=== mips_multicycle_ctrl ===
mips_multicycle_ctrl, signal wires by layer:
Drawn at 4 px/um.
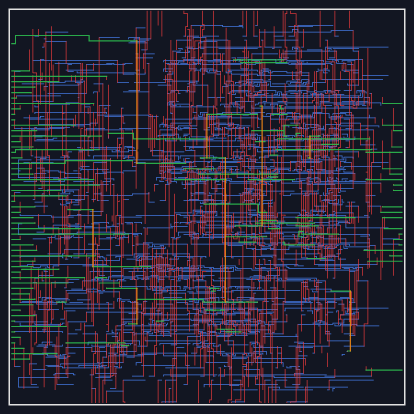

**src/rtl/mips_multicycle_ctrl.sv**
```systemverilog
// mips_multicycle_ctrl
// Multicycle control FSM for the MIPS datapath. It takes one instruction at a
// time through a valid/ready handshake and latches it into the IR. It then
// steps through DECODE, EXEC, MEM and WB, driving the datapath controls in each
// phase. It also sequences the PC update and branch decision, and counts
// retired instructions.
//
// Ports:
//   clk, rst            rising-edge clock, asynchronous active-low reset
//   instr_valid/ready   instruction handshake (accepted only in FETCH)
//   instruction         instruction word latched into IR on accept
//   Zero, mem_ready     ALU zero flag and data-memory completion from datapath
//   ALUScr .. ALUControl datapath controls, held stable from EXEC through WB
//   ir_out              latched IR, drives the datapath instruction input
//   pc_write            one-cycle PC update pulse, qualified by branch_taken
//   illegal_op          one-cycle pulse on an undecodable instruction
//   mem_error           one-cycle pulse when a memory access times out
//   busy                controller is not in FETCH
//   retired             completed-instruction counter, wraps silently
module mips_multicycle_ctrl #(
  parameter int CNT_W       = 32,
  parameter int MEM_TIMEOUT = 16
) (
  input  logic             clk,
  input  logic             rst,
  input  logic             instr_valid,
  input  logic [31:0]      instruction,
  output logic             instr_ready,
  input  logic             Zero,
  input  logic             mem_ready,
  output logic             ALUScr,
  output logic             RegWrite,
  output logic             RegDst,
  output logic             MemRead,
  output logic             MemWrite,
  output logic             MemtoReg,
  output logic [3:0]       ALUControl,
  output logic [31:0]      ir_out,
  output logic             pc_write,
  output logic             branch_taken,
  output logic             illegal_op,
  output logic             mem_error,
  output logic             busy,
  output logic [CNT_W-1:0] retired
);

  localparam int TW = $clog2(MEM_TIMEOUT + 1);

  typedef enum logic [2:0] {FETCH, DECODE, EXEC, MEM, WB} state_t;
  typedef enum logic [2:0] {
    CLS_NOP, CLS_RTYPE, CLS_LW, CLS_SW, CLS_ADDI, CLS_BEQ, CLS_ILLEGAL
  } cls_t;

  state_t        state;
  logic [TW-1:0] mem_cnt;

  cls_t       dec_cls;
  logic [3:0] dec_alu;
  logic       dec_alusrc;
  logic       dec_regdst;
  logic       dec_memtoreg;
  logic       dest_zero;

  // Accepting is gated by rst so the source sees no ready while reset is held.
  assign instr_ready = (state == FETCH) && rst;
  assign busy        = (state != FETCH);

  // Classify the latched IR. The IR stays stable for the whole instruction,
  // so every later phase can reuse this decode.
  always_comb begin
    dec_cls      = CLS_ILLEGAL;
    dec_alu      = 4'b0000;
    dec_alusrc   = 1'b0;
    dec_regdst   = 1'b0;
    dec_memtoreg = 1'b0;
    if (ir_out == 32'h0) begin
      dec_cls = CLS_NOP;
    end else begin
      case (ir_out[31:26])
        6'b000000: begin
          dec_regdst = 1'b1;
          dec_cls    = CLS_RTYPE;
          case (ir_out[5:0])
            6'b100000: dec_alu = 4'b0010;
            6'b100010: dec_alu = 4'b0110;
            6'b100100: dec_alu = 4'b0000;
            6'b100101: dec_alu = 4'b0001;
            6'b101010: dec_alu = 4'b0111;
            default:   dec_cls = CLS_ILLEGAL;
          endcase
        end
        6'b100011: begin
          dec_cls      = CLS_LW;
          dec_alu      = 4'b0010;
          dec_alusrc   = 1'b1;
          dec_memtoreg = 1'b1;
        end
        6'b101011: begin
          dec_cls    = CLS_SW;
          dec_alu    = 4'b0010;
          dec_alusrc = 1'b1;
        end
        6'b001000: begin
          dec_cls    = CLS_ADDI;
          dec_alu    = 4'b0010;
          dec_alusrc = 1'b1;
        end
        6'b000100: begin
          dec_cls = CLS_BEQ;
          dec_alu = 4'b0110;
        end
        default: dec_cls = CLS_ILLEGAL;
      endcase
    end
  end

  // A write to $0 is dropped here, so the register file never sees one.
  assign dest_zero = dec_regdst ? (ir_out[15:11] == 5'd0) : (ir_out[20:16] == 5'd0);

  // Main sequencer. Every output is registered on the transition into the
  // cycle where it applies. Pulses default low each cycle. The datapath
  // controls are cleared whenever the FSM returns to FETCH.
  always_ff @(posedge clk or negedge rst) begin
    if (!rst) begin
      state        <= FETCH;
      ir_out       <= '0;
      mem_cnt      <= '0;
      retired      <= '0;
      ALUScr       <= 1'b0;
      RegWrite     <= 1'b0;
      RegDst       <= 1'b0;
      MemRead      <= 1'b0;
      MemWrite     <= 1'b0;
      MemtoReg     <= 1'b0;
      ALUControl   <= 4'b0000;
      pc_write     <= 1'b0;
      branch_taken <= 1'b0;
      illegal_op   <= 1'b0;
      mem_error    <= 1'b0;
    end else begin
      pc_write     <= 1'b0;
      branch_taken <= 1'b0;
      illegal_op   <= 1'b0;
      mem_error    <= 1'b0;
      RegWrite     <= 1'b0;
      case (state)
        FETCH: begin
          if (instr_valid) begin
            ir_out <= instruction;
            state  <= DECODE;
          end
        end
        DECODE: begin
          case (dec_cls)
            CLS_NOP: begin
              pc_write <= 1'b1;
              retired  <= retired + CNT_W'(1);
              state    <= FETCH;
            end
            CLS_ILLEGAL: begin
              illegal_op <= 1'b1;
              pc_write   <= 1'b1;
              state      <= FETCH;
            end
            default: begin
              ALUScr     <= dec_alusrc;
              ALUControl <= dec_alu;
              RegDst     <= dec_regdst;
              MemtoReg   <= dec_memtoreg;
              state      <= EXEC;
            end
          endcase
        end
        EXEC: begin
          case (dec_cls)
            CLS_BEQ: begin
              pc_write     <= 1'b1;
              branch_taken <= Zero;
              retired      <= retired + CNT_W'(1);
              {ALUScr, RegDst, MemtoReg, ALUControl} <= '0;
              state        <= FETCH;
            end
            CLS_LW: begin
              MemRead <= 1'b1;
              mem_cnt <= '0;
              state   <= MEM;
            end
            CLS_SW: begin
              MemWrite <= 1'b1;
              mem_cnt  <= '0;
              state    <= MEM;
            end
            default: begin
              RegWrite <= !dest_zero;
              state    <= WB;
            end
          endcase
        end
        MEM: begin
          // A mem_ready in the final allowed cycle wins over the timeout.
          if (mem_ready) begin
            MemRead  <= 1'b0;
            MemWrite <= 1'b0;
            if (dec_cls == CLS_LW) begin
              RegWrite <= !dest_zero;
              state    <= WB;
            end else begin
              pc_write <= 1'b1;
              retired  <= retired + CNT_W'(1);
              {ALUScr, RegDst, MemtoReg, ALUControl} <= '0;
              state    <= FETCH;
            end
          end else if (mem_cnt == TW'(MEM_TIMEOUT - 1)) begin
            MemRead   <= 1'b0;
            MemWrite  <= 1'b0;
            mem_error <= 1'b1;
            pc_write  <= 1'b1;
            {ALUScr, RegDst, MemtoReg, ALUControl} <= '0;
            state     <= FETCH;
          end else begin
            mem_cnt <= mem_cnt + TW'(1);
          end
        end
        WB: begin
          pc_write <= 1'b1;
          retired  <= retired + CNT_W'(1);
          {ALUScr, RegDst, MemtoReg, ALUControl} <= '0;
          state    <= FETCH;
        end
        default: state <= FETCH;
      endcase
    end
  end

endmodule

```
**config.mk**
```make
export PLATFORM = sky130hd
export DESIGN_NAME = mips_multicycle_ctrl
export DESIGN_NICKNAME = d
export VERILOG_FILES = /design/src/rtl/mips_multicycle_ctrl.sv
export SDC_FILE = /design/constraint.sdc
export NUM_CORES = 1
export LEC_CHECK = 0
export ABC_AREA = 1
export ABC_CLOCK_PERIOD_IN_PS = 2700
export CAP_MARGIN = 10
export CORE_MARGIN = 2
export CORE_UTILIZATION = 54
export CTS_CLUSTER_SIZE = 16
export DETAILED_ROUTE_END_ITERATION = 8
export PLACE_DENSITY = 0.86
export RECOVER_POWER = 25
export SYNTH_ARGS = -nofsm -noshare
export SYNTH_HDL_FRONTEND = slang
export SYNTH_SLANG_ARGS = --single-unit
```
**constraint.sdc**
```tcl
create_clock -name clk -period 2.7 [get_ports clk]
set_clock_uncertainty 0.15 [all_clocks]
set_input_delay 0.405 -clock clk [delete_from_list [all_inputs] [get_ports clk]]
set_output_delay 0.405 -clock clk [all_outputs]
set_load 0.005 [all_outputs]
```
=== bb84_round_sequencer ===
==> src/rtl/bb84_pkg.sv <==
// Shared types and constants for the BB84 round sequencer.
// Holds the FSM state encoding, the basis encoding and the LFSR polynomial.
package bb84_pkg;

  typedef enum logic [2:0] {
    IDLE,
    DRIVE,
    SETTLE,
    SAMPLE,
    EMIT,
    FINISH
  } state_t;

  localparam logic RECT = 1'b0;
  localparam logic DIAG = 1'b1;

  // x^16 + x^14 + x^13 + x^11 + 1 -> state bits 15,13,12,10
  localparam logic [15:0] LFSR_TAPS      = 16'hB400;
  localparam logic [15:0] LFSR_SEED_DFLT = 16'hACE1;

  function automatic logic [15:0] lfsr_next(input logic [15:0] s);
    return {s[14:0], ^(s & LFSR_TAPS)};
  endfunction

endpackage

==> src/rtl/bb84_lfsr16.sv <==
// 16-bit Fibonacci LFSR, shifts left one step per enabled cycle.
// The state returns to SEED on reset only, so successive sessions continue the sequence.
module bb84_lfsr16
  import bb84_pkg::*;
#(
  parameter logic [15:0] SEED = LFSR_SEED_DFLT
) (
  input  logic        clk,
  input  logic        rst_n,
  input  logic        step,
  output logic [15:0] state
);

  always_ff @(posedge clk or negedge rst_n) begin
    if (!rst_n)    state <= SEED;
    else if (step) state <= lfsr_next(state);
  end

endmodule

==> src/rtl/bb84_round_sequencer.sv <==
// Sequences BB84 rounds over a combinational channel: draw bits/bases, settle,
// sample Bob, sift matching-basis rounds into key words and abort on excess errors.
module bb84_round_sequencer
  import bb84_pkg::*;
#(
  parameter int          SETTLE_CYC = 2,
  parameter int          N_ROUNDS   = 64,
  parameter int          KEY_W      = 8,
  parameter int          ERR_MAX    = 2,
  parameter logic [15:0] LFSR_SEED  = LFSR_SEED_DFLT
) (
  input  logic             clk,
  input  logic             rst_n,
  input  logic             start,
  input  logic             spy_req,
  output logic             busy,
  output logic             done,
  output logic             abort,
  output logic             alice_bit,
  output logic             alice_basis,
  output logic             bob_basis,
  output logic             spy,
  input  logic             bob_bit,
  output logic [KEY_W-1:0] key_word,
  output logic             key_valid,
  input  logic             key_ready,
  output logic [7:0]       sifted_cnt,
  output logic [7:0]       err_cnt
);

  localparam int SW = (SETTLE_CYC < 2) ? 1 : $clog2(SETTLE_CYC + 1);
  localparam int FW = $clog2(KEY_W + 1);

  state_t           state, state_d;
  logic [15:0]      lfsr_q;
  logic [2:0]       draw;
  logic [SW-1:0]    settle_cnt;
  logic [7:0]       round_cnt, round_nx;
  logic [FW-1:0]    fill, fill_nx;
  logic [7:0]       sift_nx, err_nx;
  logic [KEY_W-1:0] key_sr;
  logic             match, mism, over_err;

  bb84_lfsr16 #(.SEED(LFSR_SEED)) u_lfsr (
    .clk   (clk),
    .rst_n (rst_n),
    .step  (state == DRIVE),
    .state (lfsr_q)
  );

  // Low three bits of the post-step LFSR value: {bob_basis, alice_basis, alice_bit}
  assign draw = {lfsr_q[1], lfsr_q[0], ^(lfsr_q & LFSR_TAPS)};

  // Round outcome as it will look after this SAMPLE cycle
  assign match    = (alice_basis == bob_basis);
  assign mism     = match && (bob_bit != alice_bit);
  assign round_nx = round_cnt + 8'd1;
  assign sift_nx  = (match && sifted_cnt != 8'hFF) ? sifted_cnt + 8'd1 : sifted_cnt;
  assign err_nx   = (mism && err_cnt != 8'hFF) ? err_cnt + 8'd1 : err_cnt;
  assign fill_nx  = match ? fill + FW'(1) : fill;
  assign over_err = int'(err_nx) > ERR_MAX;

  always_ff @(posedge clk or negedge rst_n) begin
    if (!rst_n) state <= IDLE;
    else        state <= state_d;
  end

  always_comb begin
    state_d = state;
    case (state)
      IDLE:   if (start) state_d = DRIVE;
      DRIVE:  state_d = SETTLE;
      SETTLE: if (settle_cnt == SW'(1)) state_d = SAMPLE;
      SAMPLE: begin
        if (over_err)                        state_d = FINISH;
        else if (fill_nx == FW'(KEY_W))      state_d = EMIT;
        else if (round_nx == 8'(N_ROUNDS))   state_d = FINISH;
        else                                 state_d = DRIVE;
      end
      EMIT:   if (key_ready) state_d = (round_cnt == 8'(N_ROUNDS)) ? FINISH : DRIVE;
      FINISH: state_d = IDLE;
      default: state_d = IDLE;
    endcase
  end

  always_ff @(posedge clk or negedge rst_n) begin
    if (!rst_n) begin
      settle_cnt  <= '0;
      round_cnt   <= '0;
      fill        <= '0;
      key_sr      <= '0;
      sifted_cnt  <= '0;
      err_cnt     <= '0;
      abort       <= 1'b0;
      spy         <= 1'b0;
      alice_bit   <= 1'b0;
      alice_basis <= 1'b0;
      bob_basis   <= 1'b0;
    end else begin
      case (state)
        IDLE: if (start) begin
          round_cnt  <= '0;
          fill       <= '0;
          key_sr     <= '0;
          sifted_cnt <= '0;
          err_cnt    <= '0;
          abort      <= 1'b0;
          spy        <= spy_req;
        end
        DRIVE: begin
          alice_bit   <= draw[0];
          alice_basis <= draw[1];
          bob_basis   <= draw[2];
          settle_cnt  <= SW'(SETTLE_CYC);
        end
        SETTLE: settle_cnt <= settle_cnt - SW'(1);
        SAMPLE: begin
          round_cnt  <= round_nx;
          sifted_cnt <= sift_nx;
          err_cnt    <= err_nx;
          fill       <= fill_nx;
          if (match)    key_sr <= (key_sr << 1) | KEY_W'(bob_bit);
          if (over_err) abort  <= 1'b1;
        end
        EMIT: if (key_ready) fill <= '0;
        default: ;
      endcase
    end
  end

  assign busy      = (state != IDLE);
  assign done      = (state == FINISH);
  assign key_valid = (state == EMIT);
  assign key_word  = key_sr;

endmodule

==> config.mk <==
export PLATFORM = sky130hd
export DESIGN_NAME = bb84_round_sequencer
export DESIGN_NICKNAME = d
export VERILOG_FILES = /design/src/rtl/bb84_pkg.sv /design/src/rtl/bb84_lfsr16.sv /design/src/rtl/bb84_round_sequencer.sv
export SDC_FILE = /design/constraint.sdc
export NUM_CORES = 1
export LEC_CHECK = 0
export CORE_MARGIN = 2
export CORE_UTILIZATION = 56
export DETAILED_ROUTE_END_ITERATION = 6
export PLACE_DENSITY = 0.8
export SETUP_SLACK_MARGIN = 0.5
export SLEW_MARGIN = 20
export SYNTH_ARGS = -nofsm -noshare
export SYNTH_HDL_FRONTEND = slang
export SYNTH_SLANG_ARGS = --single-unit
==> constraint.sdc <==
create_clock -name clk -period 2.1 [get_ports clk]
set_input_delay 0.42 -clock clk [delete_from_list [all_inputs] [get_ports clk]]
set_output_delay 0.42 -clock clk [all_outputs]
set_load 0.03 [all_outputs]

==> gallery <==
Sequential cells grouped by signal name.
(a)
Drawn at 4 px/um.
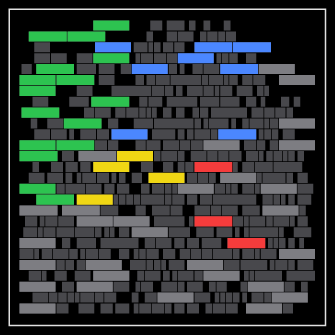
(b)
Drawn at 3 px/um.
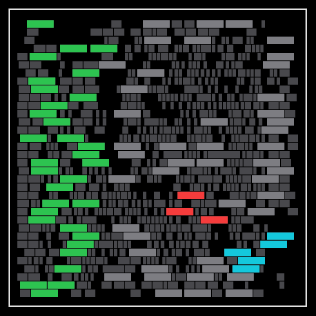
- largest die: (b)
mips_multicycle_ctrl -> (b)
bb84_round_sequencer -> (a)

bb84_round_sequencer, gate families picked out:
Drawn at 4 px/um.
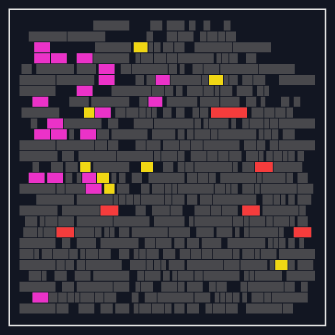
[magenta] multiplexers | cells: 20 | most used: mux2_2
[red] adder and majority cells | cells: 6 | most used: ha_1
[yellow] AND-OR and OR-AND gates | cells: 8

==> Changelog: implementation, bb84_round_sequencer <==
## Flow update

- Status: finished clean
- Post-CTS Setup Repair Bufs: 12
- Port Buffer Count: 37
- Vias in the first global route: 2,754
- Hold buffer count at cts: 0
- Max clock buf depth: 2
- #FFs+latches synth: 60
- N_taps: 72
- H-tree Lvls: 3
- TritonCTS Sinks: 60
- Average footprint of a synthesized cell: 10.2 um2
- CP endpoint kind: flip-flop
- FF/Latch Area: 0.00153 mm2
- Mux cell area share: 7.09%
- Top class by area: multi-input combinational cells
- Yosys adder share: 2.40%
- Hold WS: 0.0945 ns
- Seq/total area: 34.7%
- Util after Layout: 80.8%
- Logic share of the area: 39.3%
- Critical Setup Path Class: flip-flop to flip-flop
- Final hold vios: 0
- EDFF count, synth: 0
- Routability cong.: 0.928
- Die Ht: 78.7 um
- Max layer used: met4
- Crit path DRT: 2.31 ns
- Pwr Total: 5.87 mW
- TNS Setup: 0 ns
- Post-synthesis sequential area ratio: 48.4%
- Area after DPL: 0.00376 mm2
- Largest area contributor in the netlist: dfrtp_1
- IO Count: 38
- Antenna cell count: 0
- MaxCap Viol Count: 0
- Most frequent cells in the layout: 40 x dfrtp_1, 36 x buf_4, 31 x nand2_1, 20 x buf_6, 18 x nor2_1
- WP depth: 6
- Global Route Usage Sum: 27.7%
- Clock-cell share: 4.61%
- Fin cells: 474
- Clkbuf count: 12
- Largest stage delay on the critical path: 0.42 ns
- Reg2reg end: state[2]
- Met1 usage: 34.5%
- Hold crit path type: input pin to async pin
- Combinational gate area: 0.00173 mm2
- Chip area line of the yosys report: 0.00312 mm2
- Layout Nets: 409
- Die ar.: 0.00619 mm2
- Tightest Pin Transition: 0.626 ns
- First-pass GRT wire length: 13.3 mm
- Cell Type Count: 53
- Pre-CTS setup slack: -0.379 ns
- R2r setup slk: 0.09 ns
- Fmax: 0.498 GHz
- R2R cell count: 6
bb84_round_sequencer: registers in the layout, summed over array words and instances (netlist names):
| signal | count |
|---|---|
| sifted_cnt | 8 |
| state | 3 |
| err_cnt | 8 |
| fill | 4 |
| spy | 1 |
| round_cnt | 8 |
| alice_bit | 1 |
| settle_cnt | 2 |
| u_lfsr.state | 16 |
| abort | 1 |
| key_word | 8 |
bb84_round_sequencer: power breakdown:
group	internal (mW)	leakage, nW	switching (mW)
registers	1.47	0.767	0.280
logic	1.46	1.20	1.60
clock network	0.609	0.102	0.456
total	3.54	2.07	2.33
mips_multicycle_ctrl, gate families picked out:
Drawn at 4 px/um.
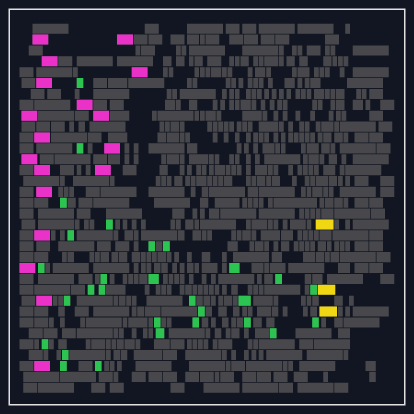
[magenta] multiplexers | cells: 18 | most used: mux2_2
[green] inverting AOI/OAI gates | cells: 29 | most used: o21ai_0
[yellow] adder and majority cells | cells: 3 | most used: ha_1

About 'signal wires by layer' of mips_multicycle_ctrl:
[blue] metal 1 | wire length: 5,360 um
[red] metal 2 | wire length: 5,760 um
[green] metal 3 | wire length: 1,050 um
[orange] metal 4 | wire length: 151 um

==> Changelog: implementation, mips_multicycle_ctrl <==
## Flow update

- Status: finished with violations
- Failing checks: capacitance limit, slew limit
- Power in combinational cells: 2.55 mW
- Worst r2r src: ir_out[29]
- Fin cells: 863
- Relative max-transition margin: -38.7%
- RSZ-0062 raised after global routing: no
- Synth cell count leaders: 231 x nand2_1, 86 x nor2_1, 85 x dfrtp_1
- Pre-CTS setup slack: 0.530 ns
- MaxCap Viol Count: 1
- Hold crit path type: flip-flop to flip-flop
- Hold WS: 0.325 ns
- Clock Pin Slew Worst Setup and Hold Paths: 0.09 ns
- Die ar.: 0.00970 mm2
- Top power group: combinational logic
- Max VDD drop: 0.000631 V
- Fmax: 0.425 GHz
- Buf/Inv on CP: 1
- Reg2reg end: retired[15]
- Hold path start: ALUScr
- Sw frac: 40.5%
- Critical Setup Path Class: flip-flop to output port
- Crit start category: flip-flop
- Synth async-reset ratio: 100%
- Mux cell area share: 4.20%
- Yosys warns: 0
- Most common cell in the netlist: nand2_1
- Slew Viols, Final: 86
- Global Route Usage Sum: 26.7%
- Slowest CP cell: clkdlybuf4s50_1
- Clock Power Share: 17.0%
- Drt wl/cell: 14.3 um
- Top cells, area: dfrtp_1 44%, nand2_1 18%, nor2_1 6.7%, nand4_1 4.5%, mux2_2 4.2%
- Most used cell along the critical path: nor2_1
- Ys cells: 636
- Crit path max fanout: 4
- Vias in the first global route: 4,539
- Largest registers: ir_out (32), retired (32), mem_cnt (5)
- Area after DPL: 0.00604 mm2
- IO Count: 117
- Floorplan Utilization: 55.6%
- Simple share: 38.4%
- Cell family with most CP delay: simple AND/OR/NAND/NOR gates
- WP depth: 4
- Post-synthesis sequential area ratio: 44.1%
- Crit path DRT: 2.14 ns
-- mips_multicycle_ctrl: cell type report --
type	instances	area, um2	share of cell area [%]
clock buffer	11	141	2.26
clock inverter	5	60.1	0.962
inverter	48	181	2.91
multi-input combinational	486	2400	38.5
sequential	85	2130	34.1
tap	108	135	2.16
timing repair buffer	120	1200	19.2
-- mips_multicycle_ctrl: routing by layer --
layer	part of all wire, %	track usage [%]	vias to the layer above
li1	-	-	2275
met4	1.2	6.32	0
met5	0	0	-
met1	44	35.5	2169
met3	8.5	8.01	19
met2	47	43.5	175

=== pipe_operand_feeder ===
pipe_operand_feeder, clock wiring as the flow saved it:
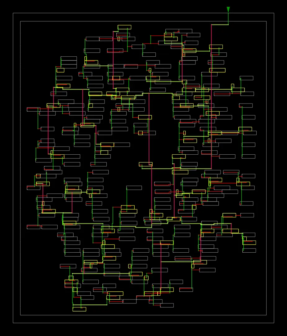
pipe_operand_feeder, gate families picked out:
Drawn at 1.5 px/um.
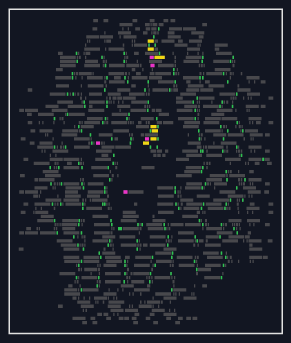
===== src/rtl/pipe_pkg.sv =====
// pipe_pkg: shared widths, tuple field layout and latency of the 3-stage arithmetic pipe.
package pipe_pkg;
    localparam int DEFAULT_N    = 10;
    localparam int TUPLE_W      = 4 * DEFAULT_N;
    localparam int A_OFF        = 0;
    localparam int B_OFF        = 1;
    localparam int C_OFF        = 2;
    localparam int D_OFF        = 3;
    localparam int PIPE_LATENCY = 3;
endpackage


===== src/rtl/valid_delay_line.sv =====
// valid_delay_line: LATENCY-deep 1-bit shift register, q is d delayed by LATENCY clock edges.
module valid_delay_line #(
    parameter int LATENCY = 3
) (
    input  logic clk,
    input  logic rst,
    input  logic d,
    output logic q
);
    logic [LATENCY-1:0] v;
    always_ff @(posedge clk or posedge rst)
        if (rst) v <= '0;
        else     v <= (v << 1) | LATENCY'(d);
    assign q = v[LATENCY-1];
endmodule


===== src/rtl/pipe_operand_feeder.sv =====
// pipe_operand_feeder: FIFO-buffered operand issue stage for the arithmetic pipe with valid tracking.
// Define FEEDER_STATS_EN to add the issued_cnt / stall_cnt counters.
module pipe_operand_feeder
    import pipe_pkg::*;
#(
    parameter int N       = DEFAULT_N,
    parameter int DEPTH   = 4,
    parameter int LATENCY = PIPE_LATENCY
) (
    input  logic                   clk,
    input  logic                   rst,
    input  logic                   in_valid,
    output logic                   in_ready,
    input  logic [N-1:0]           in_a,
    input  logic [N-1:0]           in_b,
    input  logic [N-1:0]           in_c,
    input  logic [N-1:0]           in_d,
    input  logic                   issue_en,
    output logic [N-1:0]           a_o,
    output logic [N-1:0]           b_o,
    output logic [N-1:0]           c_o,
    output logic [N-1:0]           d_o,
    output logic                   out_valid,
    output logic                   f_valid,
`ifdef FEEDER_STATS_EN
    output logic [15:0]            issued_cnt,
    output logic [15:0]            stall_cnt,
`endif
    output logic [$clog2(DEPTH):0] count
);
    localparam int PW = $clog2(DEPTH);
    localparam int CW = PW + 1;
    logic [4*N-1:0] mem [DEPTH];
    logic [4*N-1:0] wr_tuple, head;
    logic [PW-1:0]  wr_ptr, rd_ptr;
    logic           push, pop;
    assign in_ready = count < CW'(DEPTH);
    assign push     = in_valid & in_ready;
    assign pop      = issue_en & (count != '0);
    assign head     = mem[rd_ptr];
    always_comb begin
        wr_tuple = '0;
        wr_tuple[A_OFF*N +: N] = in_a;
        wr_tuple[B_OFF*N +: N] = in_b;
        wr_tuple[C_OFF*N +: N] = in_c;
        wr_tuple[D_OFF*N +: N] = in_d;
    end
    // storage is deliberately left out of reset; pointers alone define validity
    always_ff @(posedge clk)
        if (push) mem[wr_ptr] <= wr_tuple;
    always_ff @(posedge clk or posedge rst)
        if (rst) begin
            wr_ptr    <= '0;
            rd_ptr    <= '0;
            count     <= '0;
            out_valid <= 1'b0;
            a_o       <= '0;
            b_o       <= '0;
            c_o       <= '0;
            d_o       <= '0;
        end else begin
            if (push) wr_ptr <= wr_ptr + PW'(1);
            if (pop) begin
                rd_ptr <= rd_ptr + PW'(1);
                a_o    <= head[A_OFF*N +: N];
                b_o    <= head[B_OFF*N +: N];
                c_o    <= head[C_OFF*N +: N];
                d_o    <= head[D_OFF*N +: N];
            end
            out_valid <= pop;
            count     <= count + CW'(push) - CW'(pop);
        end
    valid_delay_line #(.LATENCY(LATENCY)) u_vdl (
        .clk (clk),
        .rst (rst),
        .d   (out_valid),
        .q   (f_valid)
    );
`ifdef FEEDER_STATS_EN
    always_ff @(posedge clk or posedge rst)
        if (rst) begin
            issued_cnt <= '0;
            stall_cnt  <= '0;
        end else begin
            if (pop) issued_cnt <= issued_cnt + 16'd1;
            if ((count != '0) && !issue_en) stall_cnt <= stall_cnt + 16'd1;
        end
`endif
endmodule


===== config.mk =====
export PLATFORM = sky130hd
export DESIGN_NAME = pipe_operand_feeder
export DESIGN_NICKNAME = d
export VERILOG_FILES = /design/src/rtl/pipe_pkg.sv /design/src/rtl/valid_delay_line.sv /design/src/rtl/pipe_operand_feeder.sv
export SDC_FILE = /design/constraint.sdc
export NUM_CORES = 1
export LEC_CHECK = 0
export ABC_AREA = 1
export CAP_MARGIN = 5
export CORE_ASPECT_RATIO = 1.2
export CORE_MARGIN = 5
export CORE_UTILIZATION = 25
export CTS_CLUSTER_DIAMETER = 30
export DETAILED_ROUTE_END_ITERATION = 12
export PLACE_DENSITY = 0.4
export SYNTH_ARGS = -nofsm -noshare
export SYNTH_HDL_FRONTEND = slang
export SYNTH_SLANG_ARGS = --single-unit

===== constraint.sdc =====
create_clock -name clk -period 3.2 [get_ports clk]
set_input_delay 0.96 -clock clk [delete_from_list [all_inputs] [get_ports clk]]
set_output_delay 0.96 -clock clk [all_outputs]
set_load 0.02 [all_outputs]

==> Changelog: implementation <==
## Flow update

- Mux cell area share: 0%
- Clock Pin Slew Worst Setup and Hold Paths: 0.04 ns
- First-pass GRT wire length: 32.7 mm
- Cell family with most CP delay: buffers and inverters
- TNS Setup: 0 ns
- Routed WL: 20.8 mm
- Leak: 5.38 nW
- Crit path max fanout: 3
- Met1 usage: 12.7%
- Pwr Density: 1030 mW/mm2
- EDFF count, synth: 160
- Seq/total area: 50.9%
- Combinational gate area: 0.00183 mm2
- Floorplan Utilization: 25.2%
- GRT Max-Usage Layer: met2
- Tool warnings: 30
- 1st-iter DRT viols: 221
- Pre-Repair DR Iteration Count: 4
- Tightest Pin Transition: 0.961 ns
- Core ar.: 0.0348 mm2
- Largest Register: mem
- Cell Type Count: 18
- RSZ-0062 raised after global routing: no
- Share of the synthesized area in the top cell type: 54.8%
- Skew-Pair Late Insertion Delay: 0.53 ns
- Pin count of the biggest net entering global routing: 82
- Most frequent cells in the layout: 323 x nand2_1, 169 x inv_1, 160 x edfxtp_1, 89 x clkdlybuf4s50_1, 80 x nand3_1
- Final period util: 80.6%
- Xor/xnor share: 0.499%
- Comb gates: 424
- Signal buffers: 104
- Yosys warns: 0
- Antenna cell count: 0
- Status: finished clean
- Chip area line of the yosys report: 0.00877 mm2
- Hold crit path type: flip-flop to flip-flop
- Met2 Use GR: 18.7%
- Logic share of the area: 15.3%
- Max layer used: met4
- CTS tree: done
- DRC: 0
- Data buffer area share: 8.60%
- Die Ht: 215 um
- Post-DP HPWL: 11.5 mm
- Most common cell in the netlist: nand2_1
- WP depth: 2
- Critical Setup Path Class: flip-flop to output port
- Crit path cell chain: inv_2 > clkdlybuf4s50_1
- Final hold vios: 0
- Die ar.: 0.0389 mm2
- M1 wire length: 8.87 mm
- Largest area contributor in the netlist: edfxtp_1
- Max reg flops: 160
- N_taps: 462
- Hold path start: u_vdl.v[0]
Notes on 'clock wiring as the flow saved it' of pipe_operand_feeder above:
clkbuf count: 70
TritonCTS Buffers: 52
TritonCTS Sinks: 211

Notes on 'gate families picked out' of pipe_operand_feeder above:
[yellow] adder and majority cells | cells: 7 | most used: ha_1
[green] inverters | cells: 174 | most used: inv_1
[magenta] XOR/XNOR gates | cells: 5 | most used: xor2_1

## stage by stage
step	hold WS, ns	util (%)	cells	worst slack, ns
2_1_floorplan	0.331	-	843	-0.0649
6_report	0.344	34.4	1473	0.620
3_5_place_dp	0.335	29.2	1375	0.407
3_3_place_gp	0.336	29.2	1375	0.410
4_1_cts	0.344	34.4	1473	0.580
5_1_grt	0.352	34.4	1473	0.547
## power breakdown
part           total, mW  internal, mW  switching, mW
clock network       5.22          3.69           1.53
registers           3.90          3.59          0.316
logic               3.20          1.18           2.03


==> layout pictures side by side <==
I/O nets highlighted.
Plate I
Drawn at 4 px/um.
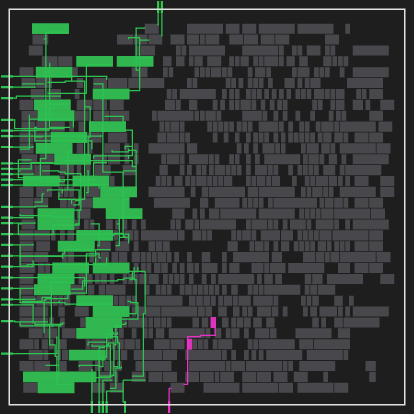
Plate II
Drawn at 2 px/um.
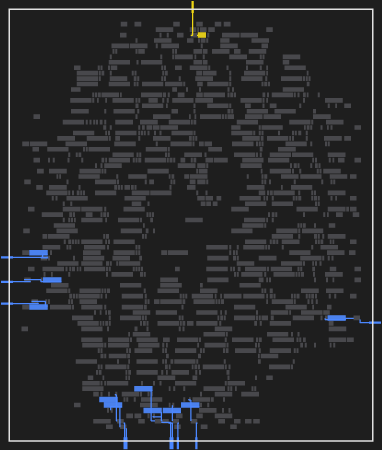
Plate III
Drawn at 6 px/um.
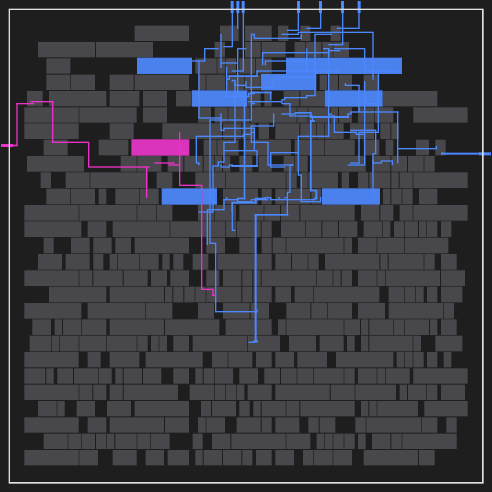
Of these, largest die: Plate II
Of these, smallest die: Plate III
pipe_operand_feeder is Plate II.
bb84_round_sequencer is Plate III.
mips_multicycle_ctrl is Plate I.

Key to Plate III:
[magenta] bob_basis | direction: output | end cells: 1 | buffers: 2 | wire: 85.3 um
[blue] err_cnt | direction: output | end cells: 8 | buffers: 14 | wire: 671 um

Power and IR drop assume default switching activity.
